# inst_decode_stage

**inst_decode_stage: where the registers sit**

Other sequential cells in the stronger gray, the rest of the logic in the fainter gray.
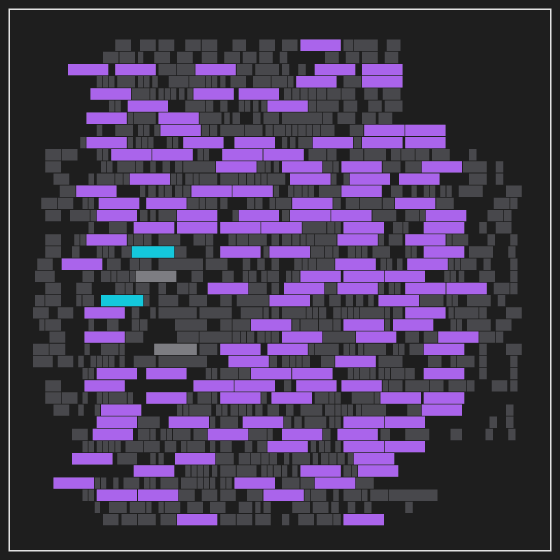
**inst_decode_stage: clock routing**

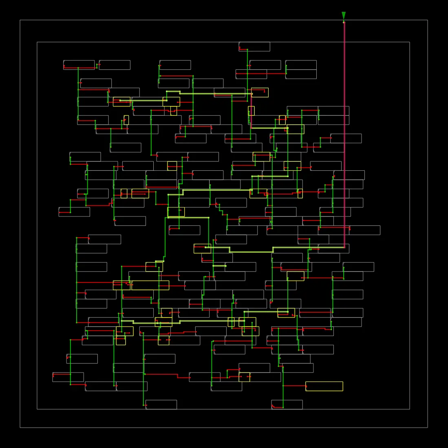
--- src/rtl/inst_decode_stage.sv ---
// MIPS instruction decode stage: a small circular FIFO of pre-decoded records.
// Each entry holds the raw instruction word plus its extended immediate and
// its class. The fields are computed at enqueue, so the outputs are plain
// slices of the head entry and involve no logic after the storage.
module inst_decode_stage #(
  parameter int XLEN  = 32,
  parameter int DEPTH = 2
) (
  input  logic                     clk,
  input  logic                     rstn,
  input  logic                     flush,
  input  logic                     in_valid,
  output logic                     in_ready,
  input  logic [31:0]              in_inst,
  output logic                     out_valid,
  input  logic                     out_ready,
  output logic [5:0]               opcode,
  output logic [4:0]               rs,
  output logic [4:0]               rt,
  output logic [4:0]               rd,
  output logic [4:0]               sa,
  output logic [5:0]               funct,
  output logic [15:0]              immediate,
  output logic [25:0]              inst_index,
  output logic [XLEN-1:0]          ext_imm,
  output logic [1:0]               iclass,
  output logic [$clog2(DEPTH):0]   count
);

  localparam int AW = $clog2(DEPTH);
  localparam int CW = AW + 1;

  localparam logic [1:0] CLS_R = 2'd0;
  localparam logic [1:0] CLS_I = 2'd1;
  localparam logic [1:0] CLS_J = 2'd2;

  typedef struct packed {
    logic [31:0]     inst;
    logic [XLEN-1:0] ext_imm;
    logic [1:0]      iclass;
  } rec_t;

  rec_t            mem [DEPTH];
  rec_t            in_rec;
  rec_t            head;
  logic [AW-1:0]   wr_ptr, rd_ptr;
  logic [XLEN-1:0] sext;
  logic            push, pop;

  assign in_ready  = (count < CW'(DEPTH));
  assign out_valid = (count != '0);
  // Full blocks a push even when a pop happens in the same cycle.
  assign push      = in_valid && in_ready && !flush;
  assign pop       = out_valid && out_ready && !flush;

  assign sext = {{(XLEN-16){in_inst[15]}}, in_inst[15:0]};

  // Decode the incoming word into the record that will be stored.
  always_comb begin
    in_rec      = '0;
    in_rec.inst = in_inst;
    case (in_inst[31:26])
      6'h0C, 6'h0D, 6'h0E: in_rec.ext_imm = {{(XLEN-16){1'b0}}, in_inst[15:0]};
      // lui: imm in the upper half of the low word, sign-extended above it.
      6'h0F:               in_rec.ext_imm = sext << 16;
      default:             in_rec.ext_imm = sext;
    endcase
    case (in_inst[31:26])
      6'h00:        in_rec.iclass = CLS_R;
      6'h02, 6'h03: in_rec.iclass = CLS_J;
      default:      in_rec.iclass = CLS_I;
    endcase
  end

  // Entry storage; cleared on reset so the idle outputs are never X.
  always_ff @(posedge clk or negedge rstn) begin
    if (!rstn) begin
      for (int i = 0; i < DEPTH; i++) mem[i] <= '0;
    end else if (push) begin
      mem[wr_ptr] <= in_rec;
    end
  end

  // Pointers and occupancy; flush wins over any push or pop.
  always_ff @(posedge clk or negedge rstn) begin
    if (!rstn) begin
      wr_ptr <= '0;
      rd_ptr <= '0;
      count  <= '0;
    end else if (flush) begin
      wr_ptr <= '0;
      rd_ptr <= '0;
      count  <= '0;
    end else begin
      if (push) wr_ptr <= wr_ptr + AW'(1);
      if (pop)  rd_ptr <= rd_ptr + AW'(1);
      case ({push, pop})
        2'b10:   count <= count + CW'(1);
        2'b01:   count <= count - CW'(1);
        default: count <= count;
      endcase
    end
  end

  assign head       = mem[rd_ptr];
  assign opcode     = head.inst[31:26];
  assign rs         = head.inst[25:21];
  assign rt         = head.inst[20:16];
  assign rd         = head.inst[15:11];
  assign sa         = head.inst[10:6];
  assign funct      = head.inst[5:0];
  assign immediate  = head.inst[15:0];
  assign inst_index = head.inst[25:0];
  assign ext_imm    = head.ext_imm;
  assign iclass     = head.iclass;

endmodule

--- config.mk ---
export PLATFORM = sky130hd
export DESIGN_NAME = inst_decode_stage
export DESIGN_NICKNAME = d
export VERILOG_FILES = /design/src/rtl/inst_decode_stage.sv
export SDC_FILE = /design/constraint.sdc
export NUM_CORES = 1
export LEC_CHECK = 0
export CAP_MARGIN = 15
export CORE_MARGIN = 5
export CORE_UTILIZATION = 52
export CTS_BUF_LIST = sky130_fd_sc_hd__clkbuf_8
export CTS_CLUSTER_SIZE = 12
export DETAILED_ROUTE_END_ITERATION = 8
export GPL_ROUTABILITY_DRIVEN = 0
export PLACE_DENSITY = 0.93
export SYNTH_ARGS = -nofsm -noshare
export SYNTH_HDL_FRONTEND = slang
export SYNTH_SLANG_ARGS = --single-unit
--- constraint.sdc ---
create_clock -name clk -period 2.3 [get_ports clk]
set_input_delay 0.575 -clock clk [delete_from_list [all_inputs] [get_ports clk]]
set_output_delay 0.575 -clock clk [all_outputs]
set_load 0.01 [all_outputs]
==> summary.rpt <==
RUN METRICS
----------------------------------------------------
[Final layout]
  Final antenna diode count ........................ 0
  Multi-input gate area in the final layout ........................ around 2500 µm²
  Final instance area ........................ around 8100 µm²
  Registers with the most flip-flops ........................ mem: 132 flops, count: 2 flops
  Count of placed standard cells in the final layout, fillers left out ........................ 927
  Number of buffers other than clock buffers in the final layout ........................ between 150 and 200
  Fraction of cell area in non-clock buffers ........................ 0.195

[Final timing]
  Final setup violation count ........................ ~44
  Max-slew violation count ........................ 0
  RSZ-0062 raised after global routing ........................ yes
  PnR worst setup slack ........................ -0.167 ns

[CTS]
  Hold Buf Count CTS ........................ 0

[Global routing]
  Antenna violations before repair ........................ 0
  Met3 Usage GRT ........................ 0.0674
  GRT Resource Usage Total ........................ 0.233

[Routing]
  Number of nets with antenna violations after routing ........................ 0

[Power]
  Maximum vdd ir drop ........................ approximately 400 µV

[Critical path]
  Worst-path fanout max ........................ 10

[Run status]
  Status ........................ finished, violations left
  Violations in the final reports ........................ negative setup slack

[Yosys]
  Synthesized-area fraction occupied by xor and xnor cells ........................ 0.00275
  Async S/R FF share, synth ........................ 1.00
  Post-synth seq share ........................ 0.533

----------------------------------------------------
Notes on 'where the registers sit' of inst_decode_stage above:
Key: purple = `mem` [flops 132]; cyan = `count` [flops 2]
Another 2 sequential cells are not colored.
fraction of standard cell area that is sequential: 0.420
total area of sequential cells: 3410 µm²
final core area utilization: 0.676
power in sequential cells: 3.35 mW

Notes on 'clock routing' of inst_decode_stage above:
clock network power: 1.89 mW
number of clock buffers in the layout: 18
Worst Clk Skew: 0.00560 ns


# chr_vram_arbiter

==> src/rtl/chr_vram_arbiter.sv <==
// chr_vram_arbiter: single-port character VRAM shared by a fixed-latency display fetcher and a host req/ack port.
// Define CHR_VRAM_ARB_BLANK_ONLY_EN to restrict host accesses to vertical blanking.
module chr_vram_arbiter #(
    parameter int C_H_ACT_ST    = 122,
    parameter int C_H_SIZE      = 720,
    parameter int C_V_ACT_ST    = 36,
    parameter int C_V_SIZE      = 480,
    parameter int C_CELL_W_LOG2 = 3,
    parameter int C_CELL_H_LOG2 = 4,
    parameter int C_PITCH_LOG2  = 7,
    parameter int C_ADR_W       = 12,
    parameter int C_DAT_W       = 8
) (
    input  logic               CK,
    input  logic               RST,
    input  logic               CKE_i,
    input  logic [15:0]        H_CTR_i,
    input  logic [15:0]        V_CTR_i,
    input  logic               XV_BLANK_i,
    input  logic               HOST_REQ_i,
    input  logic               HOST_WE_i,
    input  logic [C_ADR_W-1:0] HOST_ADR_i,
    input  logic [C_DAT_W-1:0] HOST_WD_i,
    output logic               HOST_ACK_o,
    output logic [C_DAT_W-1:0] HOST_RD_o,
    output logic               MEM_EN_o,
    output logic               MEM_WE_o,
    output logic [C_ADR_W-1:0] MEM_ADR_o,
    output logic [C_DAT_W-1:0] MEM_WD_o,
    input  logic [C_DAT_W-1:0] MEM_RD_i,
    output logic [C_DAT_W-1:0] CHR_CODE_o,
    output logic [7:0]         CHR_COL_o,
    output logic               CHR_VLD_o
);
    // Fetch runs one cell ahead of the active pixels so the glyph is ready in time.
    localparam logic [15:0] H_FETCH_ST = 16'(C_H_ACT_ST - 2 ** C_CELL_W_LOG2);
    localparam logic [15:0] H_SZ       = 16'(C_H_SIZE);
    localparam logic [15:0] V_ST       = 16'(C_V_ACT_ST);
    localparam logic [15:0] V_SZ       = 16'(C_V_SIZE);
    localparam logic [1:0] TAG_NONE = 2'd0, TAG_DISP = 2'd1, TAG_HRD = 2'd2, TAG_HWR = 2'd3;

    typedef enum logic [1:0] {IDLE, ISSUE, WAIT, ACK} state_t;
    state_t state_q, state_d;

    logic [15:0]        h_off, v_off;
    logic               trig, host_go;
    logic [7:0]         disp_col;
    logic [C_ADR_W-1:0] disp_adr;
    logic               mem_en_q, mem_en_d, mem_we_q, mem_we_d;
    logic [C_ADR_W-1:0] mem_adr_q, mem_adr_d;
    logic [C_DAT_W-1:0] mem_wd_q, mem_wd_d;
    logic [1:0]         tag1_q, tag1_d, tag2_q;
    logic [7:0]         col1_q, col1_d, col2_q;
    logic [C_DAT_W-1:0] chr_code_q, chr_code_d, host_rd_q, host_rd_d;
    logic [7:0]         chr_col_q, chr_col_d;
    logic               chr_vld_q, chr_vld_d;

    // Offsets wrap below the window start, so one unsigned compare covers both bounds.
    assign h_off    = H_CTR_i - H_FETCH_ST;
    assign v_off    = V_CTR_i - V_ST;
    assign trig     = CKE_i && v_off < V_SZ && h_off < H_SZ && h_off[C_CELL_W_LOG2-1:0] == '0;
    assign disp_col = 8'(h_off >> C_CELL_W_LOG2);
    assign disp_adr = C_ADR_W'(((v_off >> C_CELL_H_LOG2) << C_PITCH_LOG2) + (h_off >> C_CELL_W_LOG2));

`ifdef CHR_VRAM_ARB_BLANK_ONLY_EN
    assign host_go = state_q == IDLE && HOST_REQ_i && !trig && !XV_BLANK_i;
`else
    logic unused_blank;
    assign unused_blank = XV_BLANK_i;
    assign host_go = state_q == IDLE && HOST_REQ_i && !trig;
`endif

    always_comb begin
        state_d = state_q;
        case (state_q)
            IDLE:    state_d = host_go ? ISSUE : IDLE;
            ISSUE:   state_d = WAIT;
            WAIT:    state_d = ACK;
            default: state_d = IDLE;
        endcase
    end

    always_comb begin
        mem_en_d   = trig || host_go;
        mem_we_d   = host_go && HOST_WE_i;
        mem_adr_d  = trig ? disp_adr : host_go ? HOST_ADR_i : mem_adr_q;
        mem_wd_d   = host_go ? HOST_WD_i : mem_wd_q;
        tag1_d     = trig ? TAG_DISP : host_go ? (HOST_WE_i ? TAG_HWR : TAG_HRD) : TAG_NONE;
        col1_d     = trig ? disp_col : col1_q;
        chr_vld_d  = tag2_q == TAG_DISP;
        chr_code_d = chr_vld_d ? MEM_RD_i : chr_code_q;
        chr_col_d  = chr_vld_d ? col2_q : chr_col_q;
        host_rd_d  = tag2_q == TAG_HRD ? MEM_RD_i : host_rd_q;
    end

    always_ff @(posedge CK) begin
        if (RST) begin
            state_q    <= IDLE;
            mem_en_q   <= 1'b0;
            mem_we_q   <= 1'b0;
            mem_adr_q  <= '0;
            mem_wd_q   <= '0;
            tag1_q     <= TAG_NONE;
            tag2_q     <= TAG_NONE;
            col1_q     <= '0;
            col2_q     <= '0;
            chr_vld_q  <= 1'b0;
            chr_code_q <= '0;
            chr_col_q  <= '0;
            host_rd_q  <= '0;
        end else begin
            state_q    <= state_d;
            mem_en_q   <= mem_en_d;
            mem_we_q   <= mem_we_d;
            mem_adr_q  <= mem_adr_d;
            mem_wd_q   <= mem_wd_d;
            tag1_q     <= tag1_d;
            tag2_q     <= tag1_q;
            col1_q     <= col1_d;
            col2_q     <= col1_q;
            chr_vld_q  <= chr_vld_d;
            chr_code_q <= chr_code_d;
            chr_col_q  <= chr_col_d;
            host_rd_q  <= host_rd_d;
        end
    end

    assign HOST_ACK_o = state_q == ACK;
    assign HOST_RD_o  = host_rd_q;
    assign MEM_EN_o   = mem_en_q;
    assign MEM_WE_o   = mem_we_q;
    assign MEM_ADR_o  = mem_adr_q;
    assign MEM_WD_o   = mem_wd_q;
    assign CHR_CODE_o = chr_code_q;
    assign CHR_COL_o  = chr_col_q;
    assign CHR_VLD_o  = chr_vld_q;
endmodule
==> config.mk <==
export PLATFORM = sky130hd
export DESIGN_NAME = chr_vram_arbiter
export DESIGN_NICKNAME = d
export VERILOG_FILES = /design/src/rtl/chr_vram_arbiter.sv
export SDC_FILE = /design/constraint.sdc
export NUM_CORES = 1
export LEC_CHECK = 0
export CORE_UTILIZATION = 49
export DETAILED_ROUTE_END_ITERATION = 6
export PLACE_DENSITY = 0.94
export SLEW_MARGIN = 20
export SYNTH_ARGS = -nofsm -noshare
export SYNTH_HDL_FRONTEND = slang
export SYNTH_SLANG_ARGS = --single-unit
==> constraint.sdc <==
create_clock -name CK -period 5.1 [get_ports CK]
set_input_delay 1.02 -clock CK [delete_from_list [all_inputs] [get_ports CK]]
set_output_delay 1.02 -clock CK [all_outputs]
set_load 0.02 [all_outputs]
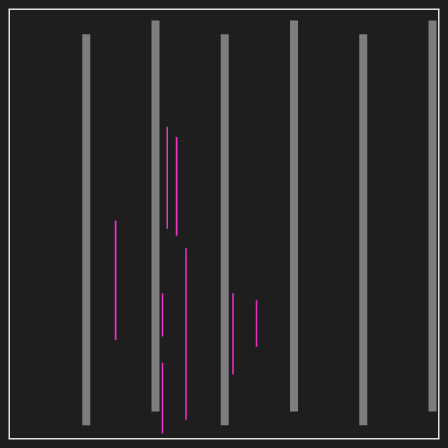
**Above:** chr_vram_arbiter (M4 wires).
Supply wires on this layer in gray.
The layer carries 141 µm of wire. The longest straight run is 33.3 µm. The wires run mostly vertical.
detailed-route wire length: 7890 µm
detailed-route via count: 2971

==> summary.rpt <==
RUN METRICS
----------------------------------------------------
[Final layout]
  Inverters ........................ 14
  Layout cells sized above 1 ........................ 0.0846
  Final instance area ........................ roughly 4600 µm²
  Most used cells in the layout excluding fill and tap cells ........................ 109 x sky130_fd_sc_hd__clkdlybuf4s50_1, 69 x sky130_fd_sc_hd__dfxtp_1, 64 x sky130_fd_sc_hd__nand2_1, 28 x sky130_fd_sc_hd__mux2i_1, 27 x sky130_fd_sc_hd__a21oi_1
  Number of buffers other than clock buffers in the final layout ........................ ~110

[Routing]
  Post-route DRC violation count ........................ 18
  Routed length on met3 ........................ around 490 µm

[Critical path]
  WP depth ........................ 8
  Depth of the worst register-to-register path ........................ 6
  Critical path startpoint ........................ H_CTR_i[9]
  Crit-path max cell delay ........................ just under 0.7 ns
  Crit-path most repeated cell ........................ sky130_fd_sc_hd__o21ai_1
  Arrival time of the worst setup path ........................ approximately 4 ns

[Global routing]
  Grt met1 use ........................ 0.279
  Wire length of the first global-routing pass ........................ ~13000 µm

[Run status]
  Violations in the final reports ........................ design-rule violations
  Status ........................ finished, violations left

[Power]
  Clock share of power ........................ 0.357

[Final timing]
  Portion of the clock cycle consumed by the worst path in the final layout ........................ 0.737
  Worst Clk Skew ........................ roughly 0.0042 ns
  Accumulated negative setup slack ........................ 0 ns
  Slew at the pin with the worst max-slew slack ........................ 1.04 ns

[CTS]
  Latest clock arrival within the worst-skew pair ........................ about 0.33 ns

[Yosys]
  Area of the mapped netlist ........................ around 3300 µm²
  Post-synthesis sequential element count ........................ ~69
  Syn_area_per_cell ........................ between 8 and 9 µm²

----------------------------------------------------
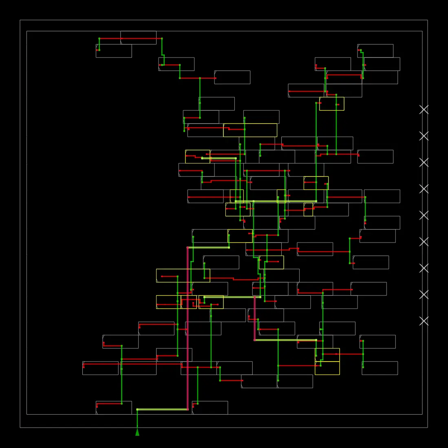
**Above:** chr_vram_arbiter (clock routing).
clock buffer count from CTS: 9
Num Clock Sinks: 69
clock network power: 0.488 mW



==> layout pictures side by side <==
Clock wires, drivers and flops.
The bar under the picture is 20 µm long.
shot_01.png
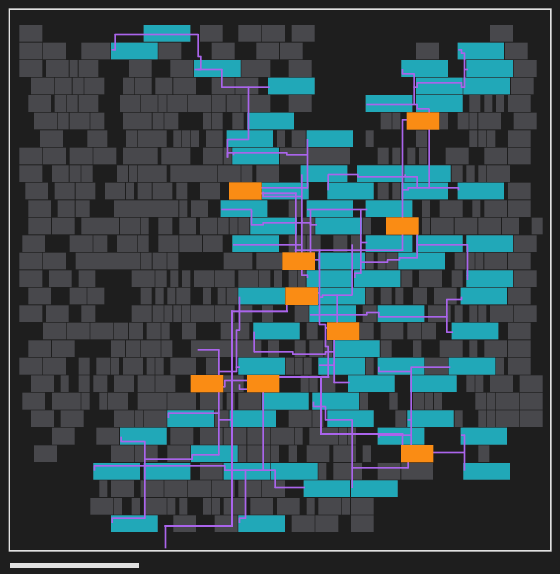
shot_02.png
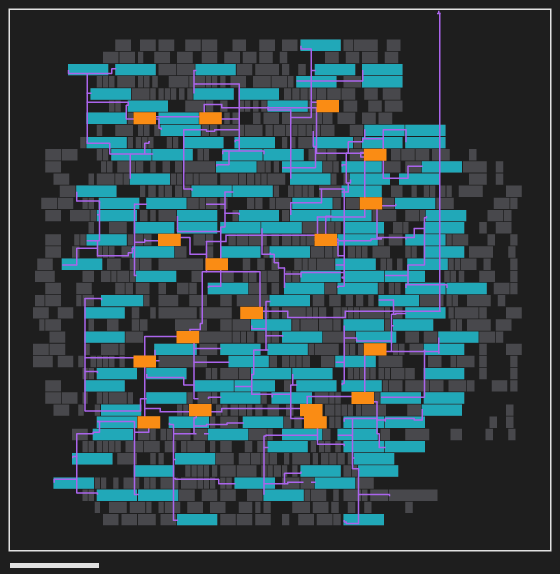
shot_01.png -> chr_vram_arbiter
shot_02.png -> inst_decode_stage
Of these, most sequential cells: shot_02.png
Of these, largest die: shot_02.png

Power and IR drop assume default switching activity.
